=== hazard_unit_flat ===
==> config.mk <==
export PLATFORM = sky130hd
export DESIGN_NAME = hazard_unit_flat
export DESIGN_NICKNAME = d
export VERILOG_FILES = /design/src/rtl/hazard_pkg.sv /design/src/rtl/hazard_unit_if.sv /design/src/rtl/forward_sel.sv /design/src/rtl/hazard_unit.sv /design/src/flat_wrapper.sv
export SDC_FILE = /design/constraint.sdc
export NUM_CORES = 1
export LEC_CHECK = 0
export ABC_AREA = 1
export CAP_MARGIN = 20
export CORE_ASPECT_RATIO = 1.2
export CORE_MARGIN = 2
export CORE_UTILIZATION = 42
export DETAILED_ROUTE_END_ITERATION = 10
export GPL_ROUTABILITY_DRIVEN = 0
export GPL_TIMING_DRIVEN = 0
export HOLD_SLACK_MARGIN = 0.02
export PLACE_DENSITY = 0.9
export SKIP_LAST_GASP = 1
export SLEW_MARGIN = 20
export SYNTH_ARGS = -nofsm -noshare
export SYNTH_HDL_FRONTEND = slang
export SYNTH_HIERARCHICAL = 1
export SYNTH_SLANG_ARGS = --single-unit
==> constraint.sdc <==
create_clock -name clk -period 2.5 [get_ports clk]
set_input_delay 0.5 -clock clk [delete_from_list [all_inputs] [get_ports clk]]
set_output_delay 0.5 -clock clk [all_outputs]
set_load 0.02 [all_outputs]
==> src/rtl/hazard_pkg.sv <==
// hazard_pkg: shared types and constants for the pipeline hazard unit.
//   - hazard_state_e : load-use sequencer states {RUN, STALL}
//   - FWD_*          : EX-stage operand select encodings, also imported by the datapath operand mux
package hazard_pkg;

  typedef enum logic [0:0] {
    RUN   = 1'b0,
    STALL = 1'b1
  } hazard_state_e;

  localparam logic [1:0] FWD_RF  = 2'b00;  // register file read data
  localparam logic [1:0] FWD_WB  = 2'b01;  // WB-stage result
  localparam logic [1:0] FWD_MEM = 2'b10;  // MEM-stage ALU result

endpackage

==> src/rtl/hazard_unit_if.sv <==
// hazard_unit_if: pipeline register fields into the hazard unit and controls back out.
//   master : pipeline side, drives register fields / write enables / pc_src, receives controls
//   slave  : hazard unit side
// Perf counter signals exist only when HAZARD_PERF_EN is defined.
interface hazard_unit_if;

  logic [4:0] ID_rs1;
  logic [4:0] ID_rs2;
  logic [4:0] EX_rs1;
  logic [4:0] EX_rs2;
  logic [4:0] EX_rd;
  logic       EX_result_src;
  logic       EX_reg_write;
  logic       EX_pc_src;
  logic [4:0] MEM_rd;
  logic [4:0] WB_rd;
  logic       MEM_reg_write;
  logic       WB_reg_write;

  logic       IF_stall;
  logic       ID_stall;
  logic       IF_ID_flush;
  logic       ID_EX_flush;
  logic [1:0] EX_forward_a;
  logic [1:0] EX_forward_b;
`ifdef HAZARD_PERF_EN
  logic [31:0] perf_stall_cnt;
  logic [31:0] perf_flush_cnt;
`endif

  modport master (
    output ID_rs1, ID_rs2, EX_rs1, EX_rs2, EX_rd, EX_result_src, EX_reg_write, EX_pc_src,
    output MEM_rd, WB_rd, MEM_reg_write, WB_reg_write,
    input  IF_stall, ID_stall, IF_ID_flush, ID_EX_flush, EX_forward_a, EX_forward_b
`ifdef HAZARD_PERF_EN
    ,
    input  perf_stall_cnt, perf_flush_cnt
`endif
  );

  modport slave (
    input  ID_rs1, ID_rs2, EX_rs1, EX_rs2, EX_rd, EX_result_src, EX_reg_write, EX_pc_src,
    input  MEM_rd, WB_rd, MEM_reg_write, WB_reg_write,
    output IF_stall, ID_stall, IF_ID_flush, ID_EX_flush, EX_forward_a, EX_forward_b
`ifdef HAZARD_PERF_EN
    ,
    output perf_stall_cnt, perf_flush_cnt
`endif
  );

endinterface

==> src/rtl/forward_sel.sv <==
// forward_sel: combinational EX operand source select for one source register.
//   rs            : source register of the EX instruction
//   MEM_rd/WB_rd  : destination registers in MEM and WB, with their write enables
//   sel           : FWD_MEM, FWD_WB or FWD_RF
module forward_sel
  import hazard_pkg::*;
(
  input  logic [4:0] rs,
  input  logic [4:0] MEM_rd,
  input  logic       MEM_reg_write,
  input  logic [4:0] WB_rd,
  input  logic       WB_reg_write,
  output logic [1:0] sel
);

  logic w_mem_hit;
  logic w_wb_hit;

  // x0 is hardwired to zero, so it is never a forwarding source.
  assign w_mem_hit = MEM_reg_write && (MEM_rd != 5'd0) && (MEM_rd == rs);
  assign w_wb_hit  = WB_reg_write && (WB_rd != 5'd0) && (WB_rd == rs);

  // MEM holds the younger write, so it takes precedence over WB.
  always_comb begin
    sel = FWD_RF;
    if (w_mem_hit) begin
      sel = FWD_MEM;
    end else if (w_wb_hit) begin
      sel = FWD_WB;
    end
  end

endmodule

==> src/rtl/hazard_unit.sv <==
// hazard_unit: flush/stall control for IF/ID and ID/EX plus EX operand forwarding selects.
//   clk, reset : core clock, asynchronous active-high reset
//   hz (slave) : register fields, write enables and pc_src in; stall, flush, forward selects out
// Parameter LOAD_STALL_CYCLES (1..15): bubbles inserted per load-use hazard.
// Optional macro HAZARD_PERF_EN adds 32-bit wrapping stall-cycle and flush-cycle counters.
module hazard_unit
  import hazard_pkg::*;
#(
  parameter int unsigned LOAD_STALL_CYCLES = 1
) (
  input  logic    clk,
  input  logic    reset,
  hazard_unit_if.slave hz
);

  if ((LOAD_STALL_CYCLES < 1) || (LOAD_STALL_CYCLES > 15)) begin : g_param_check
    $error("LOAD_STALL_CYCLES must be within 1..15");
  end

  // The first stall cycle is spent in RUN, so STALL covers the remaining ones.
  localparam logic [3:0] StallInit = 4'(LOAD_STALL_CYCLES - 1);

  hazard_state_e r_state;
  logic [3:0]    r_cnt;
  logic          w_load_use;

  assign w_load_use = hz.EX_result_src && hz.EX_reg_write && (hz.EX_rd != 5'd0) &&
                      ((hz.EX_rd == hz.ID_rs1) || (hz.EX_rd == hz.ID_rs2));

  always_ff @(posedge clk or posedge reset) begin
    if (reset) begin
      r_state <= RUN;
      r_cnt   <= 4'd0;
    end else begin
      unique case (r_state)
        RUN: begin
          if (!hz.EX_pc_src && w_load_use && (LOAD_STALL_CYCLES > 1)) begin
            r_state <= STALL;
            r_cnt   <= StallInit;
          end
        end
        STALL: begin
          // A taken branch squashes the stalled instructions, so the sequence is moot.
          if (hz.EX_pc_src) begin
            r_state <= RUN;
            r_cnt   <= 4'd0;
          end else begin
            r_cnt <= r_cnt - 4'd1;
            if (r_cnt == 4'd1) begin
              r_state <= RUN;
            end
          end
        end
        default: begin
          r_state <= RUN;
          r_cnt   <= 4'd0;
        end
      endcase
    end
  end

  logic w_if_stall;
  logic w_id_stall;
  logic w_if_id_flush;
  logic w_id_ex_flush;

  always_comb begin
    w_if_stall    = 1'b0;
    w_id_stall    = 1'b0;
    w_if_id_flush = 1'b0;
    w_id_ex_flush = 1'b0;
    if (!reset) begin
      if (hz.EX_pc_src) begin
        w_if_id_flush = 1'b1;
        w_id_ex_flush = 1'b1;
      end else if ((r_state == STALL) || w_load_use) begin
        w_if_stall    = 1'b1;
        w_id_stall    = 1'b1;
        w_id_ex_flush = 1'b1;
      end
    end
  end

  assign hz.IF_stall    = w_if_stall;
  assign hz.ID_stall    = w_id_stall;
  assign hz.IF_ID_flush = w_if_id_flush;
  assign hz.ID_EX_flush = w_id_ex_flush;

  forward_sel u_fwd_a (
    .rs            (hz.EX_rs1),
    .MEM_rd        (hz.MEM_rd),
    .MEM_reg_write (hz.MEM_reg_write),
    .WB_rd         (hz.WB_rd),
    .WB_reg_write  (hz.WB_reg_write),
    .sel           (hz.EX_forward_a)
  );

  forward_sel u_fwd_b (
    .rs            (hz.EX_rs2),
    .MEM_rd        (hz.MEM_rd),
    .MEM_reg_write (hz.MEM_reg_write),
    .WB_rd         (hz.WB_rd),
    .WB_reg_write  (hz.WB_reg_write),
    .sel           (hz.EX_forward_b)
  );

`ifdef HAZARD_PERF_EN
  logic [31:0] r_perf_stall_cnt;
  logic [31:0] r_perf_flush_cnt;

  always_ff @(posedge clk or posedge reset) begin
    if (reset) begin
      r_perf_stall_cnt <= 32'd0;
      r_perf_flush_cnt <= 32'd0;
    end else begin
      if (w_if_stall) begin
        r_perf_stall_cnt <= r_perf_stall_cnt + 32'd1;
      end
      if (w_if_id_flush) begin
        r_perf_flush_cnt <= r_perf_flush_cnt + 32'd1;
      end
    end
  end

  assign hz.perf_stall_cnt = r_perf_stall_cnt;
  assign hz.perf_flush_cnt = r_perf_flush_cnt;
`endif

endmodule
==> src/flat_wrapper.sv <==
// flat-port wrapper written by rule: the top's interface ports become plain ports
module hazard_unit_flat import hazard_pkg::*;
#(
  parameter int unsigned LOAD_STALL_CYCLES = 1
)
  (clk, reset, hz_ID_rs1, hz_ID_rs2, hz_EX_rs1, hz_EX_rs2, hz_EX_rd, hz_EX_result_src, hz_EX_reg_write, hz_EX_pc_src, hz_MEM_rd, hz_WB_rd, hz_MEM_reg_write, hz_WB_reg_write, hz_IF_stall, hz_ID_stall, hz_IF_ID_flush, hz_ID_EX_flush, hz_EX_forward_a, hz_EX_forward_b);
  hazard_unit_if hz_i ();
  input  logic clk;
  input  logic reset;
  input wire logic [$bits(hz_i.ID_rs1)-1:0] hz_ID_rs1;
  input wire logic [$bits(hz_i.ID_rs2)-1:0] hz_ID_rs2;
  input wire logic [$bits(hz_i.EX_rs1)-1:0] hz_EX_rs1;
  input wire logic [$bits(hz_i.EX_rs2)-1:0] hz_EX_rs2;
  input wire logic [$bits(hz_i.EX_rd)-1:0] hz_EX_rd;
  input wire logic [$bits(hz_i.EX_result_src)-1:0] hz_EX_result_src;
  input wire logic [$bits(hz_i.EX_reg_write)-1:0] hz_EX_reg_write;
  input wire logic [$bits(hz_i.EX_pc_src)-1:0] hz_EX_pc_src;
  input wire logic [$bits(hz_i.MEM_rd)-1:0] hz_MEM_rd;
  input wire logic [$bits(hz_i.WB_rd)-1:0] hz_WB_rd;
  input wire logic [$bits(hz_i.MEM_reg_write)-1:0] hz_MEM_reg_write;
  input wire logic [$bits(hz_i.WB_reg_write)-1:0] hz_WB_reg_write;
  output wire logic [$bits(hz_i.IF_stall)-1:0] hz_IF_stall;
  output wire logic [$bits(hz_i.ID_stall)-1:0] hz_ID_stall;
  output wire logic [$bits(hz_i.IF_ID_flush)-1:0] hz_IF_ID_flush;
  output wire logic [$bits(hz_i.ID_EX_flush)-1:0] hz_ID_EX_flush;
  output wire logic [$bits(hz_i.EX_forward_a)-1:0] hz_EX_forward_a;
  output wire logic [$bits(hz_i.EX_forward_b)-1:0] hz_EX_forward_b;
  assign hz_i.ID_rs1 = hz_ID_rs1;
  assign hz_i.ID_rs2 = hz_ID_rs2;
  assign hz_i.EX_rs1 = hz_EX_rs1;
  assign hz_i.EX_rs2 = hz_EX_rs2;
  assign hz_i.EX_rd = hz_EX_rd;
  assign hz_i.EX_result_src = hz_EX_result_src;
  assign hz_i.EX_reg_write = hz_EX_reg_write;
  assign hz_i.EX_pc_src = hz_EX_pc_src;
  assign hz_i.MEM_rd = hz_MEM_rd;
  assign hz_i.WB_rd = hz_WB_rd;
  assign hz_i.MEM_reg_write = hz_MEM_reg_write;
  assign hz_i.WB_reg_write = hz_WB_reg_write;
  assign hz_IF_stall = hz_i.IF_stall;
  assign hz_ID_stall = hz_i.ID_stall;
  assign hz_IF_ID_flush = hz_i.IF_ID_flush;
  assign hz_ID_EX_flush = hz_i.ID_EX_flush;
  assign hz_EX_forward_a = hz_i.EX_forward_a;
  assign hz_EX_forward_b = hz_i.EX_forward_b;
  hazard_unit #(.LOAD_STALL_CYCLES(LOAD_STALL_CYCLES)) u_core (.clk(clk), .reset(reset), .hz(hz_i));
endmodule
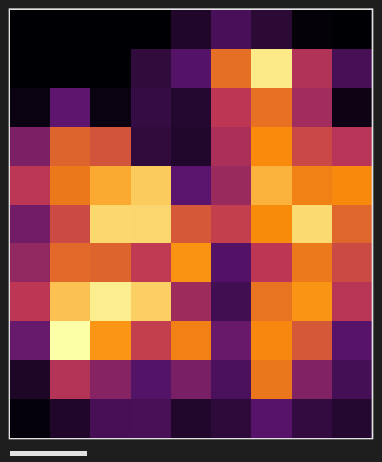
Fig. 1. Routed metal per tile (hazard_unit_flat).
Scale bar: 10 um. 9 x 11 tiles, from black (low) to pale yellow (high), scaled to the fullest tile. Values are wire area over tile area, all layers added.
The densest ninth of the die: right middle. The emptiest ninth of the die: top left. 39% of the tiles are over half the peak. 10% of the tiles are nearly empty. The fullest tile reaches 0.36. The mean over all tiles is 0.15.

==> flow_summary.toml <==
# yosys + openroad results
[outcome]
status = "completed"

[timing]
finalCritPeriodShare = 0.971
finClkSkew_ns = 0.00828

[floorplanning]
dieArea_um2 = 2580
fp_util = 0.444
die_height_um = 55.3
core-area_um2 = 2070

[yosys]
ys_area_um2 = 920
most_common_cell = "nand2_1"
ys_sh_simple = 0.490
aoi_share = 0.101
xor_share = 0.0381
top_cells_by_count = "nand2_1, inv_1, nor2_1, nand3_1, inv_2"

[worst_setup_path]
path_depth = 8
end_kind = "primary output"
crit_chain = "clkdlybuf4s50_1 -> inv_1 -> a21boi_0 -> nand2_1 -> nor2_1 -> nand3_1 -> nor2_1 -> clkdlybuf4s15_1"
r2r_end = "u_core/r_cnt[1]$_DFFE_PP0P_"

[route]
wire_per_inst_um = 8.96
drt-total-wl_um = 2400

[place]
dp_cells = 264

[power]
seq-power_w = 0.0000812
powerComb_w = 0.000167

[clocking]
clock_latency_ns = 0.24

[layout]
final-seq-area_um2 = 125
n_clock_buffer = 4

=== life_row_streamer ===
Fig. 2: life_row_streamer, routed metal per tile
Scale bar: 20 um. 19 x 19 tiles, from black (low) to pale yellow (high), scaled to the fullest tile. Values are wire area over tile area, all layers added.
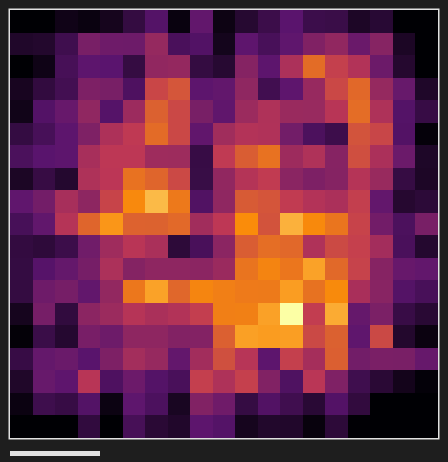
<file path="config.mk">
export PLATFORM = sky130hd
export DESIGN_NAME = life_row_streamer
export DESIGN_NICKNAME = d
export VERILOG_FILES = /design/src/rtl/life_row_streamer.sv
export SDC_FILE = /design/constraint.sdc
export NUM_CORES = 1
export LEC_CHECK = 0
export ABC_AREA = 1
export CAP_MARGIN = 15
export CORE_MARGIN = 1
export CORE_UTILIZATION = 50
export CTS_CLUSTER_SIZE = 24
export DETAILED_ROUTE_END_ITERATION = 8
export GPL_ROUTABILITY_DRIVEN = 0
export GPL_TIMING_DRIVEN = 0
export PLACE_DENSITY_LB_ADDON = 0.1
export SYNTH_ARGS = -nofsm -noshare
export SYNTH_HDL_FRONTEND = slang
export SYNTH_SLANG_ARGS = --single-unit
</file>
<file path="constraint.sdc">
create_clock -name clk -period 6.3 [get_ports clk]
set_input_delay 1.26 -clock clk [delete_from_list [all_inputs] [get_ports clk]]
set_output_delay 1.26 -clock clk [all_outputs]
set_load 0.005 [all_outputs]
</file>
<file path="src/rtl/life_row_streamer.sv">
// Snapshot-and-stream reader for a GameOfLife board: captures the flat N*N cell
// vector on request and emits it one row per valid/ready beat, top row first.
module life_row_streamer #(
    parameter  int N  = 8,
    localparam int RW = (N > 1) ? $clog2(N) : 1,
    localparam int PW = $clog2(N * N + 1)
) (
    input  logic            clk,
    input  logic            nrst,
    input  logic [N*N-1:0]  cells,
    input  logic            capture,
    input  logic            out_ready,
    output logic            out_valid,
    output logic [N-1:0]    row_data,
    output logic [RW-1:0]   row_idx,
    output logic            sof,
    output logic            eof,
    output logic [PW-1:0]   out_pop,
    output logic            busy,
    output logic [7:0]      drop_count
);

    typedef enum logic [0:0] {
        IDLE = 1'b0,
        SEND = 1'b1
    } state_t;

    state_t          state_r;
    state_t          state_n;
    logic [N*N-1:0]  snap_r;
    logic [N*N-1:0]  snap_n;
    logic [RW-1:0]   row_idx_r;
    logic [RW-1:0]   row_idx_n;
    logic [PW-1:0]   acc_r;
    logic [PW-1:0]   acc_n;
    logic [7:0]      drop_r;
    logic [7:0]      drop_n;

    logic [N-1:0]    rows_s [N];
    logic [N-1:0]    row_sel_s;
    logic [PW-1:0]   row_pop_s;
    logic            last_s;
    logic            xfer_s;

    function automatic logic [PW-1:0] popcount(input logic [N-1:0] v);
        logic [PW-1:0] c;
        c = '0;
        for (int i = 0; i < N; i++) begin
            c = c + PW'(v[i]);
        end
        return c;
    endfunction

    // Row r occupies the r-th N-bit slice counted down from the vector MSB.
    for (genvar g = 0; g < N; g++) begin : g_rows
        assign rows_s[g] = snap_r[N*(N-g)-1 -: N];
    end

    // Select the snapshot row addressed by the current row index.
    always_comb begin
        row_sel_s = '0;
        for (int r = 0; r < N; r++) begin
            row_sel_s = (row_idx_r == RW'(r)) ? rows_s[r] : row_sel_s;
        end
    end

    assign row_pop_s = popcount(row_sel_s);
    assign last_s    = (row_idx_r == RW'(N - 1));
    assign xfer_s    = (state_r == SEND) && out_ready;

    // Next-state and datapath update for the IDLE/SEND controller.
    always_comb begin
        state_n   = state_r;
        snap_n    = snap_r;
        row_idx_n = row_idx_r;
        acc_n     = acc_r;
        drop_n    = drop_r;
        case (state_r)
            IDLE: begin
                if (capture) begin
                    snap_n    = cells;
                    row_idx_n = '0;
                    acc_n     = '0;
                    state_n   = SEND;
                end else begin
                    state_n   = IDLE;
                end
            end
            SEND: begin
                if (xfer_s && last_s) begin
                    // Final-row transfer: a capture here starts the next frame with no gap.
                    acc_n     = '0;
                    row_idx_n = '0;
                    if (capture) begin
                        snap_n  = cells;
                        state_n = SEND;
                    end else begin
                        state_n = IDLE;
                    end
                end else begin
                    if (xfer_s) begin
                        row_idx_n = row_idx_r + RW'(1);
                        acc_n     = acc_r + row_pop_s;
                    end else begin
                        row_idx_n = row_idx_r;
                    end
                    if (capture && (drop_r != 8'hFF)) begin
                        drop_n = drop_r + 8'd1;
                    end else begin
                        drop_n = drop_r;
                    end
                end
            end
            default: begin
                state_n   = IDLE;
                row_idx_n = '0;
                acc_n     = '0;
            end
        endcase
    end

    // State and datapath registers with synchronous active-low reset.
    always_ff @(posedge clk) begin
        if (!nrst) begin
            state_r   <= IDLE;
            snap_r    <= '0;
            row_idx_r <= '0;
            acc_r     <= '0;
            drop_r    <= 8'd0;
        end else begin
            state_r   <= state_n;
            snap_r    <= snap_n;
            row_idx_r <= row_idx_n;
            acc_r     <= acc_n;
            drop_r    <= drop_n;
        end
    end

    // Beat outputs are gated by valid so an idle streamer presents all zeros.
    assign out_valid  = (state_r == SEND);
    assign busy       = out_valid;
    assign row_idx    = row_idx_r;
    assign row_data   = out_valid ? row_sel_s : '0;
    assign sof        = out_valid && (row_idx_r == '0);
    assign eof        = out_valid && last_s;
    assign out_pop    = out_valid ? (acc_r + row_pop_s) : '0;
    assign drop_count = drop_r;

endmodule

</file>
==> flow_summary.toml <==
# yosys + openroad results
[layout]
seq_area_frac = 0.285
post-route-util = 0.707
largestClassByArea = "combinational gates"

[power]
switchingPower_w = 0.000384
p_clk_w = 0.000393
seqPwrFrac = 0.456

[floorplanning]
die_w_um = 95.1

[outcome]
status = "completed"

[run]
cap_violations = 0

[global_routing]
use_met3 = 0.0415
grtUsageMet2 = 0.456

[route]
highest_layer = "met4"

[yosys]
ys_cells = 650
enable_flop_cells = 0

[clocking]
post_cts_resize_count = 37
About Fig. 2:
The mean over all tiles is 0.21. The fullest tile reaches 0.63. The densest ninth of the die: middle. 5.8% of the tiles are nearly empty. 23% of the tiles are over half the peak.


=== lpf_channel_scheduler ===
==> config.mk <==
export PLATFORM = sky130hd
export DESIGN_NAME = lpf_channel_scheduler
export DESIGN_NICKNAME = d
export VERILOG_FILES = /design/src/rtl/lpf_pkg.sv /design/src/rtl/lpf_mac_core.sv /design/src/rtl/lpf_channel_scheduler.sv
export SDC_FILE = /design/constraint.sdc
export NUM_CORES = 1
export LEC_CHECK = 0
export ABC_AREA = 1
export CORE_MARGIN = 8
export CORE_UTILIZATION = 56
export DETAILED_ROUTE_END_ITERATION = 10
export PLACE_DENSITY = 0.9
export RECOVER_POWER = 25
export SETUP_SLACK_MARGIN = 0.15
export SLEW_MARGIN = 25
export SYNTH_ARGS = -nofsm -noshare
export SYNTH_HDL_FRONTEND = slang
export SYNTH_SLANG_ARGS = --single-unit
==> constraint.sdc <==
create_clock -name clk -period 6.85 [get_ports clk]
set_input_delay 1.7125 -clock clk [delete_from_list [all_inputs] [get_ports clk]]
set_output_delay 1.7125 -clock clk [all_outputs]
set_load 0.1 [all_outputs]
==> src/rtl/lpf_pkg.sv <==
// Shared types and width helpers for the multi-channel one-pole low-pass filter.
package lpf_pkg;

  typedef enum logic [1:0] {IDLE, COMPUTE, OUTPUT} lpf_state_e;

  localparam int FRAC_WIDTH_DEF = 8;
  localparam int SCALE_DEF      = 1 << FRAC_WIDTH_DEF;

  function automatic int lpf_scale(input int fw);
    return 1 << fw;
  endfunction

  // Accumulator width: sample plus (FRAC_WIDTH+2)-bit signed coefficient.
  function automatic int lpf_acc_w(input int dw, input int fw);
    return dw + fw + 2;
  endfunction

  function automatic int lpf_ch_w(input int n);
    return (n < 2) ? 1 : $clog2(n);
  endfunction

endpackage

==> src/rtl/lpf_mac_core.sv <==
// Combinational one-pole update: y_new = (a*x + (SCALE-a)*y_prev) >>> FRAC_WIDTH.
module lpf_mac_core
  import lpf_pkg::*;
#(
  parameter int DATA_WIDTH = 16,
  parameter int FRAC_WIDTH = 8
)(
  input  logic signed [DATA_WIDTH-1:0] x,
  input  logic signed [DATA_WIDTH-1:0] y_prev,
  input  logic        [FRAC_WIDTH-1:0] alpha,
  output logic signed [DATA_WIDTH-1:0] y_new
);
  localparam int AW    = lpf_acc_w(DATA_WIDTH, FRAC_WIDTH);
  localparam int SCALE = lpf_scale(FRAC_WIDTH);

  logic signed [FRAC_WIDTH+1:0] a_s, b_s;
  logic signed [AW-1:0]         xe, ye, ae, be, acc;

  assign a_s = {2'b00, alpha};
  assign b_s = (FRAC_WIDTH+2)'(SCALE) - a_s;

  assign xe  = {{(AW-DATA_WIDTH){x[DATA_WIDTH-1]}}, x};
  assign ye  = {{(AW-DATA_WIDTH){y_prev[DATA_WIDTH-1]}}, y_prev};
  assign ae  = {{(AW-FRAC_WIDTH-2){1'b0}}, a_s};
  assign be  = {{(AW-FRAC_WIDTH-2){1'b0}}, b_s};
  assign acc = xe * ae + ye * be;

  // Truncating narrow: the weighted mean cannot leave the sample range.
  assign y_new = DATA_WIDTH'(acc >>> FRAC_WIDTH);

endmodule

==> src/rtl/lpf_channel_scheduler.sv <==
// Round-robin scheduler sharing one low-pass datapath across NUM_CH channels.
module lpf_channel_scheduler
  import lpf_pkg::*;
#(
  parameter int DATA_WIDTH = 16,
  parameter int FRAC_WIDTH = 8,
  parameter int NUM_CH     = 4,
  parameter int ALPHA_RST  = 2 ** (FRAC_WIDTH - 1)
)(
  input  logic                                 clk,
  input  logic                                 rst,
  input  logic [NUM_CH-1:0]                    in_valid,
  input  logic [NUM_CH-1:0][DATA_WIDTH-1:0]    in_sample,
  output logic [NUM_CH-1:0]                    in_ready,
  input  logic                                 cfg_we,
  input  logic [$clog2(NUM_CH)-1:0]            cfg_ch,
  input  logic [FRAC_WIDTH-1:0]                cfg_alpha,
  input  logic                                 clr,
  output logic                                 out_valid,
  input  logic                                 out_ready,
  output logic [$clog2(NUM_CH)-1:0]            out_ch,
  output logic [DATA_WIDTH-1:0]                out_sample
);
  localparam int CW = lpf_ch_w(NUM_CH);

  lpf_state_e                   state, state_nx;
  logic [CW-1:0]                last_served, grant_idx, cand, ch_q;
  logic                         grant_any;
  logic signed [DATA_WIDTH-1:0] x_q, y_new;
  logic [FRAC_WIDTH-1:0]        alpha_q;
  logic signed [DATA_WIDTH-1:0] y_tbl     [NUM_CH];
  logic [FRAC_WIDTH-1:0]        alpha_tbl [NUM_CH];

  // First requester after last_served wins.
  always_comb begin
    grant_any = 1'b0;
    grant_idx = '0;
    cand      = '0;
    if (state == IDLE) begin
      for (int i = 1; i <= NUM_CH; i++) begin
        cand = CW'((int'(last_served) + i) % NUM_CH);
        if (!grant_any && in_valid[cand]) begin
          grant_any = 1'b1;
          grant_idx = cand;
        end
      end
    end
  end

  assign in_ready  = (grant_any && !rst) ? (NUM_CH'(1) << grant_idx) : '0;
  assign out_valid = (state == OUTPUT) && !rst;

  always_comb begin
    state_nx = state;
    case (state)
      IDLE:    if (grant_any) state_nx = COMPUTE;
      COMPUTE: state_nx = OUTPUT;
      OUTPUT:  if (out_ready) state_nx = IDLE;
      default: state_nx = IDLE;
    endcase
  end

  lpf_mac_core #(.DATA_WIDTH(DATA_WIDTH), .FRAC_WIDTH(FRAC_WIDTH)) u_mac (
    .x      (x_q),
    .y_prev (y_tbl[ch_q]),
    .alpha  (alpha_q),
    .y_new  (y_new)
  );

  always_ff @(posedge clk) begin
    if (rst) begin
      state       <= IDLE;
      last_served <= CW'(NUM_CH - 1);
      x_q         <= '0;
      ch_q        <= '0;
      alpha_q     <= '0;
      out_ch      <= '0;
      out_sample  <= '0;
      for (int i = 0; i < NUM_CH; i++) begin
        y_tbl[i]     <= '0;
        alpha_tbl[i] <= FRAC_WIDTH'(ALPHA_RST);
      end
    end else begin
      state <= state_nx;
      if (grant_any) begin
        last_served <= grant_idx;
        x_q         <= in_sample[grant_idx];
        ch_q        <= grant_idx;
        alpha_q     <= alpha_tbl[grant_idx];
      end
      if (state == COMPUTE) begin
        y_tbl[ch_q] <= y_new;
        out_ch      <= ch_q;
        out_sample  <= y_new;
      end
      // Placed after the compute write so a colliding clear takes priority.
      if (clr)    y_tbl[cfg_ch]     <= '0;
      if (cfg_we) alpha_tbl[cfg_ch] <= cfg_alpha;
    end
  end

endmodule

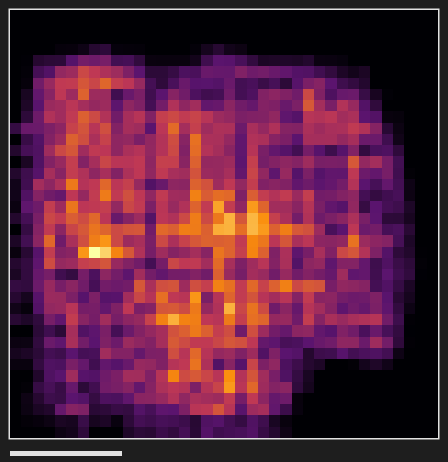
Fig. 3. Routed metal per tile (lpf_channel_scheduler).
Scale bar: 50 um. 38 x 38 tiles, from black (low) to pale yellow (high), scaled to the fullest tile. Values are wire area over tile area, all layers added.
The fullest tile reaches 1.2. 16% of the tiles are over half the peak. The mean over all tiles is 0.31.
Routed Wire Length: 63,600 um
overall routing resource usage: 0.308
Vias: 17,757
WL/cell: 21.5 um

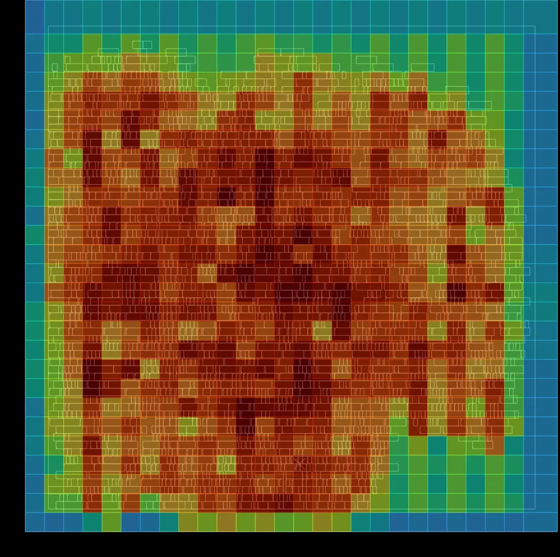
Fig. 4. Congestion heat map (lpf_channel_scheduler).
GR Layer Usage met1: 0.374
Top Usage Layer GRT: met2
met2 Resource Use GR: 0.516
final core occ: 0.724
met3 Track Usage GR: 0.0532

==> flow_summary.toml <==
# yosys + openroad results
[worst_setup_path]
critPathRequiredTime_ns = 7.22
critPathTopFamily = "adder cells"
end_kind = "flip-flop"
crit_buf_inv = 10
cp_max_fo = 6
path_depth = 34

[layout]
largest_reg_flops = 64
comb_cells = 1612
inverters = 487
layout-drive-gt1-share = 0.222

[clocking]
cts_tree = "built"

[timing]
finalWorstSetupSlack_ns = -0.397
setup_viol = 38
slew_headroom = 0.323
finClkSkew_ns = 0.0107

[yosys]
mux_area_frac = 0
ys.flops = 146
yosysWarnings = 0

[route]
drc = 1

[global_routing]
gr-total-overflow = 0

[place]
gp_congestion = 1.06

[outcome]
violations = "design-rule violations, negative setup slack"
status = "finished, violations left"

=== uart_rx ===
<file path="src/rtl/uart_pkg.sv">
// Shared types and defaults for the UART receive path.
// Imported by uart_rx; holds the FSM state type and the half-bit helper.
package uart_pkg;

    typedef enum logic [2:0] {
        IDLE      = 3'd0,
        START     = 3'd1,
        DATA      = 3'd2,
        STOP      = 3'd3,
        WAIT_HIGH = 3'd4
    } uart_state_e;

    // 2605 cycles per bit at 50 MHz gives about 19200 baud.
    localparam int CLKS_PER_BIT_DEFAULT = 2605;
    localparam int DATA_BITS_DEFAULT    = 8;

    // Mid-bit offset measured from the detected start edge.
    function automatic int half_period(input int clks_per_bit);
        return clks_per_bit / 2;
    endfunction

endpackage

</file>
<file path="src/rtl/sync_2ff.sv">
// Two-flop synchroniser for a single asynchronous input.
// The reset value is a parameter so idle-high lines do not glitch low out of reset.
module sync_2ff #(
    parameter logic RESET_VAL = 1'b1
) (
    input  logic clk,
    input  logic rst_n,
    input  logic d_i,
    output logic q_o
);

    logic meta_q;
    logic sync_q;

    always_ff @(posedge clk or negedge rst_n) begin
        if (!rst_n) begin
            meta_q <= RESET_VAL;
            sync_q <= RESET_VAL;
        end else begin
            meta_q <= d_i;
            sync_q <= meta_q;
        end
    end

    assign q_o = sync_q;

endmodule

</file>
<file path="src/rtl/uart_rx.sv">
// UART receiver: 8N1, LSB first, idle-high line, mid-bit sampling.
// A bit-timing counter restarts on every start edge; bytes leave as one-cycle pulses.
module uart_rx
    import uart_pkg::*;
#(
    parameter int CLKS_PER_BIT = CLKS_PER_BIT_DEFAULT,
    parameter int DATA_BITS    = DATA_BITS_DEFAULT
) (
    input  logic                 clk,
    input  logic                 rst,
    input  logic                 rx,
    output logic [DATA_BITS-1:0] data,
    output logic                 valid,
    output logic                 frame_err,
    output logic                 busy
);

    localparam int CNT_W = (CLKS_PER_BIT > 1) ? $clog2(CLKS_PER_BIT) : 1;
    localparam int IDX_W = (DATA_BITS > 1) ? $clog2(DATA_BITS) : 1;
    localparam int HALF  = half_period(CLKS_PER_BIT);

    localparam logic [CNT_W-1:0] CNT_HALF = CNT_W'(HALF - 1);
    localparam logic [CNT_W-1:0] CNT_LAST = CNT_W'(CLKS_PER_BIT - 1);
    localparam logic [IDX_W-1:0] IDX_LAST = IDX_W'(DATA_BITS - 1);

    logic rx_s;

    sync_2ff #(.RESET_VAL(1'b1)) u_sync (
        .clk   (clk),
        .rst_n (rst),
        .d_i   (rx),
        .q_o   (rx_s)
    );

    uart_state_e           state_q, state_d;
    logic [CNT_W-1:0]      cnt_q, cnt_d;
    logic [IDX_W-1:0]      idx_q, idx_d;
    logic [DATA_BITS-1:0]  shift_q, shift_d;
    logic [DATA_BITS-1:0]  data_q, data_d;
    logic                  valid_q, valid_d;
    logic                  ferr_q, ferr_d;

    always_comb begin
        state_d = state_q;
        cnt_d   = cnt_q;
        idx_d   = idx_q;
        shift_d = shift_q;
        data_d  = data_q;
        valid_d = 1'b0;
        ferr_d  = 1'b0;

        case (state_q)
            IDLE: begin
                if (!rx_s) begin
                    state_d = START;
                    cnt_d   = '0;
                end
            end
            START: begin
                // A start bit that is gone by mid-bit was a glitch; drop it silently.
                if (cnt_q == CNT_HALF) begin
                    cnt_d   = '0;
                    idx_d   = '0;
                    state_d = rx_s ? IDLE : DATA;
                end else begin
                    cnt_d = cnt_q + 1'b1;
                end
            end
            DATA: begin
                if (cnt_q == CNT_LAST) begin
                    cnt_d   = '0;
                    shift_d = {rx_s, shift_q[DATA_BITS-1:1]};
                    if (idx_q == IDX_LAST) begin
                        state_d = STOP;
                    end else begin
                        idx_d = idx_q + 1'b1;
                    end
                end else begin
                    cnt_d = cnt_q + 1'b1;
                end
            end
            STOP: begin
                if (cnt_q == CNT_LAST) begin
                    cnt_d = '0;
                    if (rx_s) begin
                        data_d  = shift_q;
                        valid_d = 1'b1;
                        state_d = IDLE;
                    end else begin
                        ferr_d  = 1'b1;
                        state_d = WAIT_HIGH;
                    end
                end else begin
                    cnt_d = cnt_q + 1'b1;
                end
            end
            WAIT_HIGH: begin
                // A held-low line must not be mistaken for a new start bit.
                if (rx_s) begin
                    state_d = IDLE;
                end
            end
            default: begin
                state_d = IDLE;
            end
        endcase
    end

    always_ff @(posedge clk or negedge rst) begin
        if (!rst) begin
            state_q <= IDLE;
            cnt_q   <= '0;
            idx_q   <= '0;
            shift_q <= '0;
            data_q  <= '0;
            valid_q <= 1'b0;
            ferr_q  <= 1'b0;
        end else begin
            state_q <= state_d;
            cnt_q   <= cnt_d;
            idx_q   <= idx_d;
            shift_q <= shift_d;
            data_q  <= data_d;
            valid_q <= valid_d;
            ferr_q  <= ferr_d;
        end
    end

    assign data      = data_q;
    assign valid     = valid_q;
    assign frame_err = ferr_q;
    assign busy      = (state_q != IDLE);

endmodule

</file>
<file path="config.mk">
export PLATFORM = sky130hd
export DESIGN_NAME = uart_rx
export DESIGN_NICKNAME = d
export VERILOG_FILES = /design/src/rtl/uart_pkg.sv /design/src/rtl/sync_2ff.sv /design/src/rtl/uart_rx.sv
export SDC_FILE = /design/constraint.sdc
export NUM_CORES = 1
export LEC_CHECK = 0
export CORE_ASPECT_RATIO = 0.6
export CORE_MARGIN = 2
export CORE_UTILIZATION = 47
export CTS_CLUSTER_DIAMETER = 50
export CTS_CLUSTER_SIZE = 24
export DETAILED_ROUTE_END_ITERATION = 8
export PLACE_DENSITY_LB_ADDON = 0.15
export SYNTH_ARGS = -nofsm -noshare
export SYNTH_HDL_FRONTEND = slang
export SYNTH_SLANG_ARGS = --single-unit
</file>
<file path="constraint.sdc">
create_clock -name clk -period 2.73 [get_ports clk]
set_input_delay 0.546 -clock clk [delete_from_list [all_inputs] [get_ports clk]]
set_output_delay 0.546 -clock clk [all_outputs]
set_load 0.02 [all_outputs]
</file>
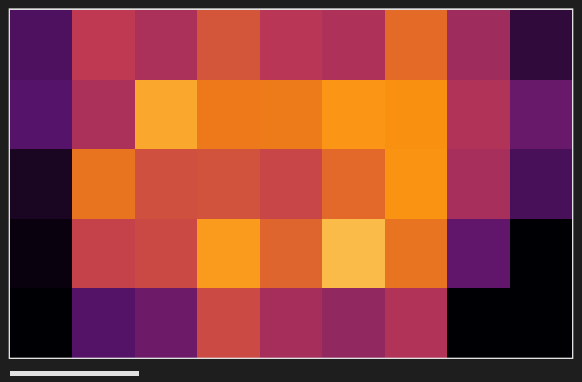
Fig. 5. Cell area per tile (uart_rx).
Scale bar: 20 um. 9 x 5 tiles, from black (low) to pale yellow (high), 0 to 100% covered.
The densest ninth of the die: middle. The fullest tile reaches 85%. 13% of the tiles are over 75% full. The mean over all tiles is 45%.

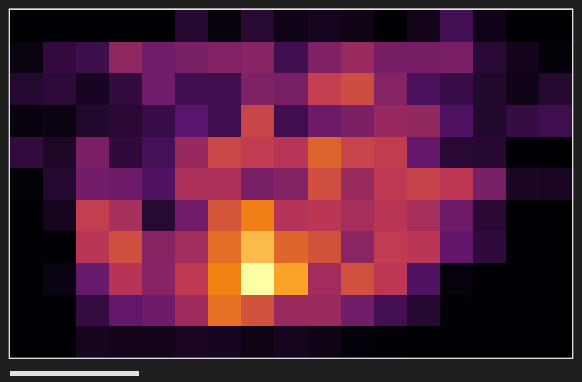
Fig. 6. Routed metal per tile (uart_rx).
Scale bar: 20 um. 17 x 11 tiles, from black (low) to pale yellow (high), scaled to the fullest tile. Values are wire area over tile area, all layers added.
21% of the tiles are nearly empty. 15% of the tiles are over half the peak. The mean over all tiles is 0.13. The densest ninth of the die: middle. The emptiest ninth of the die: bottom right. The fullest tile reaches 0.55.

==> flow_summary.toml <==
# yosys + openroad results
[layout]
fillers = 340
clk_share = 0.0380
layout-drive-gt1-share = 0.185
layout.cells.non_filler = 245
area_growth_pct = 12.0
largest_reg_flops = 12

[outcome]
status = "completed"

[route]
wl_met2_um = 1600
wl_met3_um = 258

[timing]
hold_slack_ns = 0.345
finalWorstSetupSlack_ns = 0.441

[yosys]
ys_async_sr_fraction = 1.00
ys_top_cells_by_area = "dfrtp_1, mux2_2, nand2_1"
yosysWarnings = 0

[global_routing]
use_met3 = 0.0521
grt_pass1_vias = 1296
grt.busiest_layer = "met1"

[worst_setup_path]
crit_chain = "or3_1 -> clkdlybuf4s50_1"
critPathSlowestCell = "clkdlybuf4s50_1"
rr_startpoint = "cnt_q[0]$_DFFE_PN0P_"

[power]
combinationalPowerShare = 0.015
p_clk_frac = 0.391

[place]
postPlaceCellArea_um2 = 2090

[floorplanning]
row_count = 18

[clocking]
htree_levels = 2
post_cts_resize_count = 0

=== universal_shift_reg ===
## src/rtl/universal_shift_reg.sv

```systemverilog
// universal_shift_reg: WIDTH-bit universal shift register.
// Modes: hold, shift left, shift right, parallel load, plus synchronous set.
// A multi-cycle burst shift moves the register by amt positions over amt clocks.
// While it runs, busy is high. A one-cycle done pulse follows the last shift.
// Optional build macro USR_ROTATE_EN adds the rot input.
// When rot=1, shifts recirculate the bit that falls off the end instead of taking sin_r/sin_l.
//
// Handshake: start is honoured only while IDLE with mode 01/10 and amt != 0.
// busy rises on the edge that accepts start and stays high for exactly N = min(amt, WIDTH) cycles.
// done is high for the single cycle after busy falls.
// A new start presented while done is high is accepted.
// reset_n and set_n abort a burst without pulsing done.
module universal_shift_reg #(
  parameter int               WIDTH     = 8,
  parameter int               AMT_W     = 4,
  parameter logic [WIDTH-1:0] SET_VALUE = {WIDTH{1'b1}}
) (
  input  logic             clk,
  input  logic             reset_n,
  input  logic             set_n,
  input  logic             en,
  input  logic [1:0]       mode,
  input  logic [WIDTH-1:0] d,
  input  logic             sin_r,
  input  logic             sin_l,
  input  logic             start,
  input  logic [AMT_W-1:0] amt,
`ifdef USR_ROTATE_EN
  input  logic             rot,
`endif
  output logic [WIDTH-1:0] q,
  output logic             sout_l,
  output logic             sout_r,
  output logic             busy,
  output logic             done
);

  // Elaboration-time sanity checks on the parameters.
  if (WIDTH < 2) begin : g_bad_width
    $error("universal_shift_reg: WIDTH must be >= 2");
  end
  if ((1 << AMT_W) <= WIDTH) begin : g_bad_amt_w
    $error("universal_shift_reg: AMT_W too small to hold WIDTH");
  end

  localparam logic [1:0] MODE_HOLD = 2'b00;
  localparam logic [1:0] MODE_SHL  = 2'b01;
  localparam logic [1:0] MODE_SHR  = 2'b10;
  localparam logic [1:0] MODE_LOAD = 2'b11;

  typedef enum logic {
    ST_IDLE  = 1'b0,
    ST_BURST = 1'b1
  } state_e;

  state_e           state_q, state_d;
  logic [WIDTH-1:0] q_q, q_d;
  logic [AMT_W-1:0] cnt_q, cnt_d;
  logic             dir_right_q, dir_right_d;
  logic             busy_q, busy_d;
  logic             done_q, done_d;

  logic             rot_sel;
  logic             fill_l;      // bit entering position 0 on a left shift
  logic             fill_r;      // bit entering position WIDTH-1 on a right shift
  logic [WIDTH-1:0] shl_val;
  logic [WIDTH-1:0] shr_val;
  logic             burst_go;
  logic [AMT_W-1:0] amt_clamped;

`ifdef USR_ROTATE_EN
  assign rot_sel = rot;
`else
  assign rot_sel = 1'b0;
`endif

  // Shift candidates, with serial or recirculated fill bits.
  always_comb begin
    fill_l  = rot_sel ? q_q[WIDTH-1] : sin_r;
    fill_r  = rot_sel ? q_q[0]       : sin_l;
    shl_val = {q_q[WIDTH-2:0], fill_l};
    shr_val = {fill_r, q_q[WIDTH-1:1]};
  end

  // Burst acceptance qualifier and the shift count clamped to WIDTH.
  always_comb begin
    burst_go    = start && ((mode == MODE_SHL) || (mode == MODE_SHR)) && (amt != '0);
    amt_clamped = (int'(amt) > WIDTH) ? AMT_W'(WIDTH) : amt;
  end

  // Next-state logic: set, then burst, then the single-cycle en/mode rule.
  always_comb begin
    state_d     = state_q;
    q_d         = q_q;
    cnt_d       = cnt_q;
    dir_right_d = dir_right_q;
    busy_d      = busy_q;
    done_d      = 1'b0;           // done never lasts more than one cycle
    if (!set_n) begin
      q_d     = SET_VALUE;
      cnt_d   = '0;
      busy_d  = 1'b0;
      state_d = ST_IDLE;
    end else begin
      case (state_q)
        ST_IDLE: begin
          if (burst_go) begin
            // q is left untouched on the accepting edge; shifting starts next edge.
            dir_right_d = (mode == MODE_SHR);
            cnt_d       = amt_clamped;
            busy_d      = 1'b1;
            state_d     = ST_BURST;
          end else if (en) begin
            case (mode)
              MODE_HOLD: q_d = q_q;
              MODE_SHL:  q_d = shl_val;
              MODE_SHR:  q_d = shr_val;
              MODE_LOAD: q_d = d;
              default:   q_d = q_q;
            endcase
          end
        end
        ST_BURST: begin
          q_d   = dir_right_q ? shr_val : shl_val;
          cnt_d = cnt_q - AMT_W'(1);
          if (cnt_q == AMT_W'(1)) begin
            busy_d  = 1'b0;
            done_d  = 1'b1;
            state_d = ST_IDLE;
          end
        end
        default: begin
          busy_d  = 1'b0;
          state_d = ST_IDLE;
        end
      endcase
    end
  end

  // State registers with synchronous active-low reset taking top priority.
  always_ff @(posedge clk) begin
    if (!reset_n) begin
      state_q     <= ST_IDLE;
      q_q         <= '0;
      cnt_q       <= '0;
      dir_right_q <= 1'b0;
      busy_q      <= 1'b0;
      done_q      <= 1'b0;
    end else begin
      state_q     <= state_d;
      q_q         <= q_d;
      cnt_q       <= cnt_d;
      dir_right_q <= dir_right_d;
      busy_q      <= busy_d;
      done_q      <= done_d;
    end
  end

  assign q      = q_q;
  assign sout_l = q_q[WIDTH-1];
  assign sout_r = q_q[0];
  assign busy   = busy_q;
  assign done   = done_q;

endmodule

```

## config.mk

```make
export PLATFORM = sky130hd
export DESIGN_NAME = universal_shift_reg
export DESIGN_NICKNAME = d
export VERILOG_FILES = /design/src/rtl/universal_shift_reg.sv
export SDC_FILE = /design/constraint.sdc
export NUM_CORES = 1
export LEC_CHECK = 0
export CORE_MARGIN = 10
export CORE_UTILIZATION = 43
export CTS_BUF_LIST = sky130_fd_sc_hd__clkbuf_4 sky130_fd_sc_hd__clkbuf_8
export DETAILED_ROUTE_END_ITERATION = 10
export GPL_ROUTABILITY_DRIVEN = 0
export PLACE_DENSITY = 0.78
export REMOVE_ABC_BUFFERS = 1
export SETUP_SLACK_MARGIN = 0.3
export SLEW_MARGIN = 10
export SYNTH_ARGS = -nofsm -noshare
export SYNTH_HDL_FRONTEND = slang
export SYNTH_SLANG_ARGS = --single-unit
```

## constraint.sdc

```tcl
create_clock -name clk -period 1.58 [get_ports clk]
set_clock_uncertainty 0.1 [all_clocks]
set_input_delay 0.395 -clock clk [delete_from_list [all_inputs] [get_ports clk]]
set_output_delay 0.395 -clock clk [all_outputs]
set_load 0.05 [all_outputs]
```

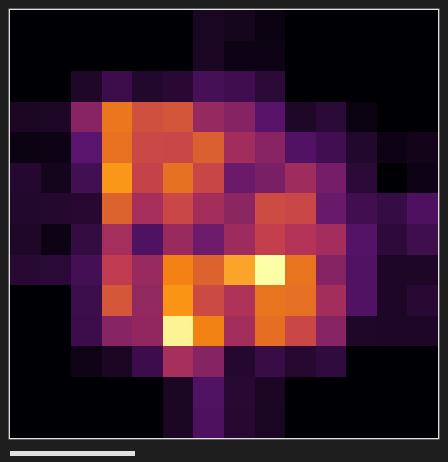
Fig. 7. Routed metal per tile (universal_shift_reg).
Scale bar: 20 um. 14 x 14 tiles, from black (low) to pale yellow (high), scaled to the fullest tile. Values are wire area over tile area, all layers added.
16% of the tiles are over half the peak. The emptiest ninth of the die: top right. 31% of the tiles are nearly empty. The densest ninth of the die: middle.
Routed Wire Length: 4450 um
WL/cell: 20.3 um
overall routing resource usage: 0.196
Vias: 1,324

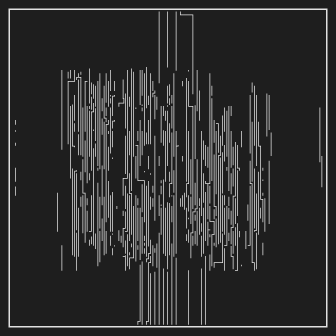
Fig. 8. Metal 2 (universal_shift_reg).
The wires run mostly vertical. The layer carries 2,300 um of wire. The longest straight run is 26.5 um. 201 nets have wire on it.

==> flow_summary.toml <==
# yosys + openroad results
[outcome]
status = "completed"

[global_routing]
grt.busiest_layer = "met2"
grtUsageMet2 = 0.359
gr-total-overflow = 0

[route]
drc = 0

[power]
p_total_w = 0.00140
seq-power_w = 0.000480
vdd_drop_max_v = 0.000602
p_per_area_nw_per_um2 = 719

[layout]
final_cell_mix = "buf_4, a21oi_1, buf_12"
layout.cells.non_filler = 219
largestClassByArea = "non-clock buffers"
fin_nets = 218

[yosys]
ys_async_sr_fraction = 0
synth_area_per_cell_um2 = 7.91
ys.flops = 16

[timing]
hold_viol = 0
fin_crit_ns = 1.53

[hold_path]
hold_start = "busy$_SDFFE_PN0P_"

[worst_setup_path]
critPathLaunch = "dir_right_q$_SDFFE_PN0P_"
rr_startpoint = "dir_right_q$_SDFFE_PN0P_"
crit_buf_inv = 0
start_kind = "flip-flop"

[clocking]
cts_tree = "built"
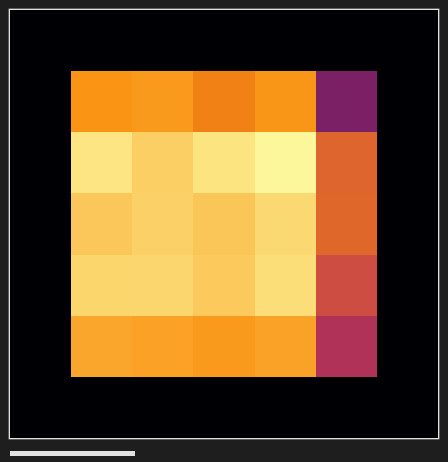
Fig. 9. Cell area per tile (universal_shift_reg).
Scale bar: 20 um. 7 x 7 tiles, from black (low) to pale yellow (high), 0 to 100% covered.
49% of the tiles are nearly empty. The emptiest ninth of the die: top right. The densest ninth of the die: middle. The fullest tile reaches 98%. 39% of the tiles are over 75% full. The mean over all tiles is 41%.
core area: 2230 um2
final core occ: 0.871
FP Util: 0.457


=== cpu_datapath ===
Fig. 10: cpu_datapath, cell area per tile
Scale bar: 50 um. 15 x 15 tiles, from black (low) to pale yellow (high), 0 to 100% covered.
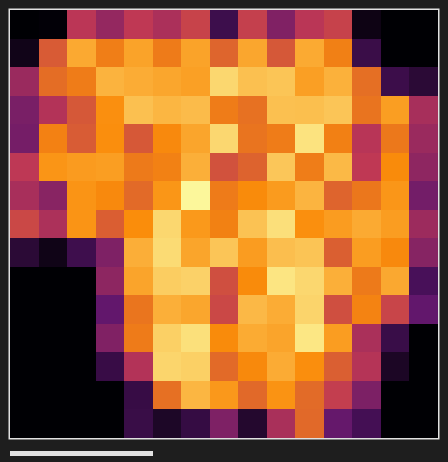
Fig. 11: cpu_datapath, routed metal per tile
Scale bar: 50 um. 30 x 30 tiles, from black (low) to pale yellow (high), scaled to the fullest tile. Values are wire area over tile area, all layers added.
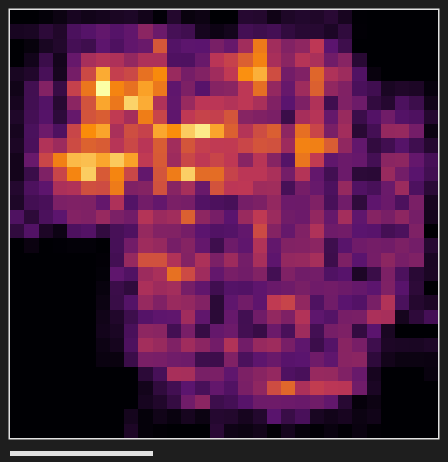
==> src/rtl/cpu_pkg.sv <==
// Shared definitions for the multicycle CPU datapath: sizes, ALU op encoding
// and reset fill value.
package cpu_pkg;

  localparam int unsigned WIDTH = 16;
  localparam int unsigned NREGS = 8;

  localparam logic RST_BIT = 1'b0;

  typedef enum logic [1:0] {
    ALU_ADD = 2'd0,
    ALU_SUB = 2'd1,
    ALU_XOR = 2'd2
  } alu_op_t;

  // xorctrl dominates addsub
  function automatic alu_op_t alu_decode(input logic addsub, input logic xorctrl);
    if (xorctrl)     return ALU_XOR;
    else if (addsub) return ALU_SUB;
    else             return ALU_ADD;
  endfunction

endpackage

==> src/rtl/cpu_datapath_reg_en.sv <==
// Enable register with asynchronous active-high reset; used for R0..R7, G and A.
module reg_en #(
  parameter int unsigned WIDTH = 16
) (
  input  logic             clk,
  input  logic             rst,
  input  logic             en,
  input  logic [WIDTH-1:0] d,
  output logic [WIDTH-1:0] q
);

  import cpu_pkg::*;

  always_ff @(posedge clk or posedge rst) begin
    if (rst)     q <= {WIDTH{RST_BIT}};
    else if (en) q <= d;
  end

endmodule

==> src/rtl/cpu_datapath.sv <==
// Register file, shared bus, ALU, flags and PC of the 16-bit multicycle CPU,
// driven by the control unit's per-cycle control word.
module cpu_datapath #(
  parameter int unsigned WIDTH = cpu_pkg::WIDTH,
  parameter int unsigned NREGS = cpu_pkg::NREGS
) (
  input  logic             clk,
  input  logic             rst,
  input  logic [NREGS-1:0] rin,
  input  logic [NREGS-1:0] rout,
  input  logic             gin,
  input  logic             gout,
  input  logic             pcin,
  input  logic             pcout,
  input  logic             addsub,
  input  logic             xorctrl,
  input  logic             pc_inc,
  output logic [WIDTH-1:0] instr_addr,
  output logic [WIDTH-1:0] bus,
  output logic             flag_z,
  output logic             flag_n,
  output logic             flag_c,
  output logic             bus_err
);

  import cpu_pkg::*;

  logic [WIDTH-1:0] r_q [NREGS];
  logic [WIDTH-1:0] a_q;
  logic [WIDTH-1:0] g_q;
  logic [WIDTH-1:0] pc_q;
  logic [WIDTH-1:0] alu_res;
  logic             alu_carry;
  logic [WIDTH:0]   sum;
  logic             contention;
  alu_op_t          alu_op;

  for (genvar k = 0; k < NREGS; k++) begin : g_regs
    reg_en #(.WIDTH(WIDTH)) u_r (
      .clk (clk),
      .rst (rst),
      .en  (rin[k]),
      .d   (bus),
      .q   (r_q[k])
    );
  end

  reg_en #(.WIDTH(WIDTH)) u_g (
    .clk (clk),
    .rst (rst),
    .en  (gin),
    .d   (alu_res),
    .q   (g_q)
  );

  reg_en #(.WIDTH(WIDTH)) u_a (
    .clk (clk),
    .rst (rst),
    .en  (~gin),
    .d   (bus),
    .q   (a_q)
  );

  // OR of all selected sources is only forwarded when exactly one drives
  always_comb begin
    int unsigned      cnt;
    logic [WIDTH-1:0] sel_or;
    cnt    = 0;
    sel_or = '0;
    for (int unsigned k = 0; k < NREGS; k++) begin
      if (rout[k]) begin
        cnt    = cnt + 1;
        sel_or = sel_or | r_q[k];
      end
    end
    if (gout) begin
      cnt    = cnt + 1;
      sel_or = sel_or | g_q;
    end
    if (pcout) begin
      cnt    = cnt + 1;
      sel_or = sel_or | pc_q;
    end
    contention = (cnt > 1);
    bus        = (cnt == 1) ? sel_or : '0;
  end

  assign alu_op = alu_decode(addsub, xorctrl);

  always_comb begin
    sum = '0;
    case (alu_op)
      ALU_ADD: sum = {1'b0, a_q} + {1'b0, bus};
      ALU_SUB: sum = {1'b0, a_q} + {1'b0, ~bus} + {{WIDTH{1'b0}}, 1'b1};
      ALU_XOR: sum = {1'b0, a_q ^ bus};
      default: sum = '0;
    endcase
  end

  assign alu_res   = sum[WIDTH-1:0];
  assign alu_carry = sum[WIDTH];

  always_ff @(posedge clk or posedge rst) begin
    if (rst) begin
      flag_z <= 1'b0;
      flag_n <= 1'b0;
      flag_c <= 1'b0;
    end else if (gin) begin
      flag_z <= (alu_res == '0);
      flag_n <= alu_res[WIDTH-1];
      flag_c <= alu_carry;
    end
  end

  always_ff @(posedge clk or posedge rst) begin
    if (rst)         pc_q <= {WIDTH{RST_BIT}};
    else if (pcin)   pc_q <= bus;
    else if (pc_inc) pc_q <= pc_q + {{(WIDTH-1){1'b0}}, 1'b1};
  end

  always_ff @(posedge clk or posedge rst) begin
    if (rst)             bus_err <= 1'b0;
    else if (contention) bus_err <= 1'b1;
  end

  assign instr_addr = pc_q;

endmodule
==> config.mk <==
export PLATFORM = sky130hd
export DESIGN_NAME = cpu_datapath
export DESIGN_NICKNAME = d
export VERILOG_FILES = /design/src/rtl/cpu_pkg.sv /design/src/rtl/cpu_datapath_reg_en.sv /design/src/rtl/cpu_datapath.sv
export SDC_FILE = /design/constraint.sdc
export NUM_CORES = 1
export LEC_CHECK = 0
export ABC_AREA = 1
export CAP_MARGIN = 20
export CORE_MARGIN = 2
export CORE_UTILIZATION = 51
export DETAILED_ROUTE_END_ITERATION = 7
export GPL_ROUTABILITY_DRIVEN = 0
export PLACE_DENSITY = 0.77
export SYNTH_ARGS = -nofsm -noshare
export SYNTH_HDL_FRONTEND = slang
export SYNTH_SLANG_ARGS = --single-unit
==> constraint.sdc <==
create_clock -name clk -period 9.4 [get_ports clk]
set_input_delay 1.41 -clock clk [delete_from_list [all_inputs] [get_ports clk]]
set_output_delay 1.41 -clock clk [all_outputs]
set_load 0.1 [all_outputs]
==> flow_summary.toml <==
# yosys + openroad results
[floorplanning]
ioPinCount = 61

[yosys]
ys_area_um2 = 10900
synth_area_per_cell_um2 = 8.01
ys_types = 46
ys_sh_adder = 0.0566
most_common_cell = "nand2_1"

[timing]
tightest_slew_ns = 1.03
finClkSkew_ns = 0.00954

[outcome]
status = "completed"

[hold_path]
hold_start = "g_regs[7].u_r.q[3]$_DFFE_PP0P_"
min_path_type = "flip-flop to flip-flop"

[worst_setup_path]
ff2ff_setup_slack_ns = 5.03
rr_startpoint = "g_regs[0].u_r.q[1]$_DFFE_PP0P_"
r2r_end = "flag_z$_DFFE_PP0P_"
critPathSlowestCell = "clkdlybuf4s50_1"

[power]
switching_share = 0.408
## Picture notes: Fig. 10
The emptiest ninth of the die: bottom left. The mean over all tiles is 55%. 36% of the tiles are over 75% full.

## Picture notes: Fig. 11
The mean over all tiles is 0.22. 19% of the tiles are nearly empty. 13% of the tiles are over half the peak. The emptiest ninth of the die: bottom left.



## Gallery

Congestion heat map.
Plate I
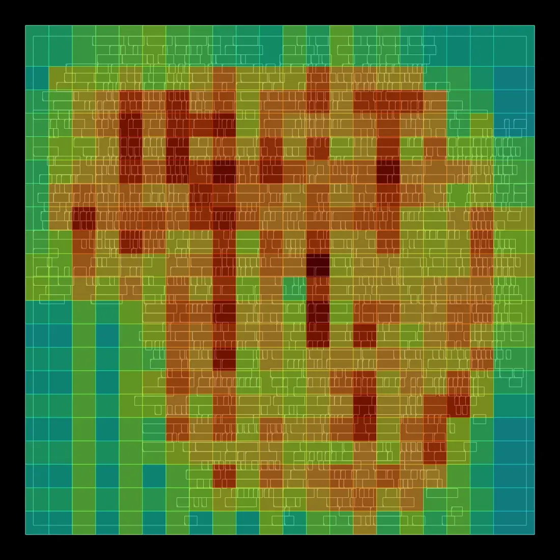
Plate II
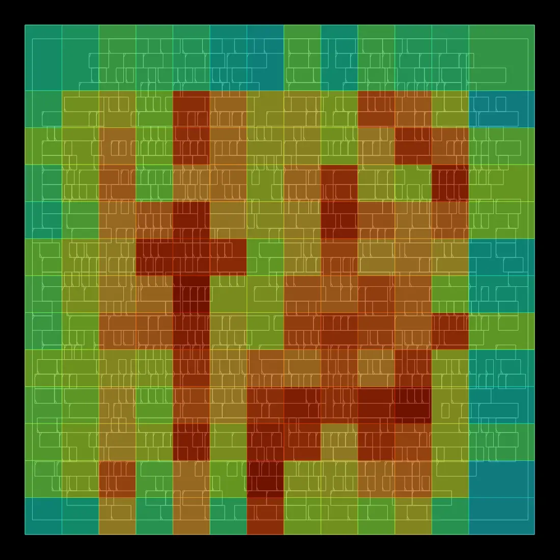
Plate III
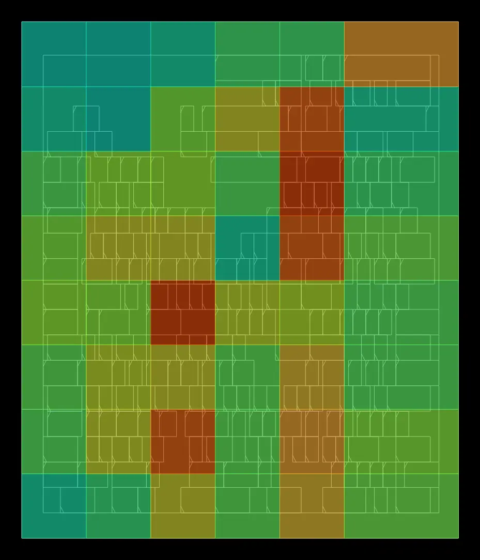
Plate IV
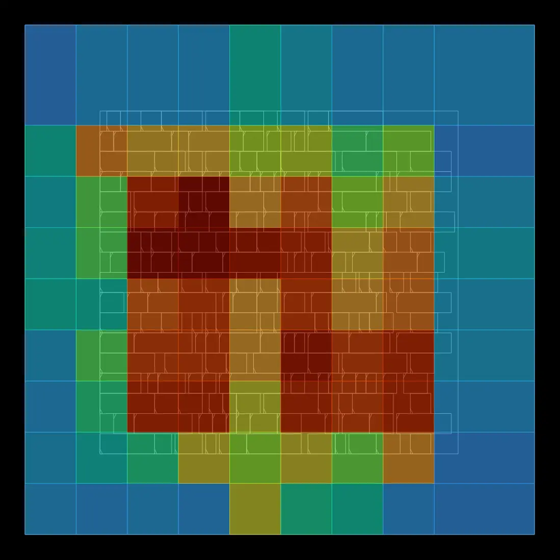
Plate V
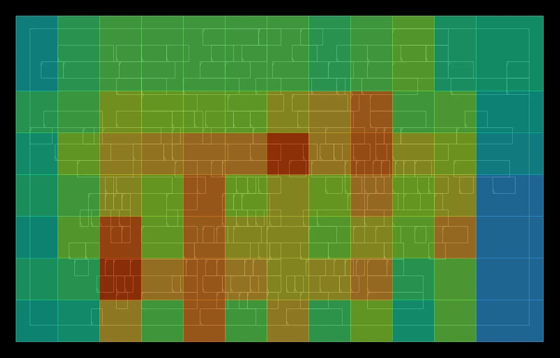
| from | picture |
|---|---|
| cpu_datapath | Plate I |
| universal_shift_reg | Plate IV |
| life_row_streamer | Plate II |
| uart_rx | Plate V |
| hazard_unit_flat | Plate III |

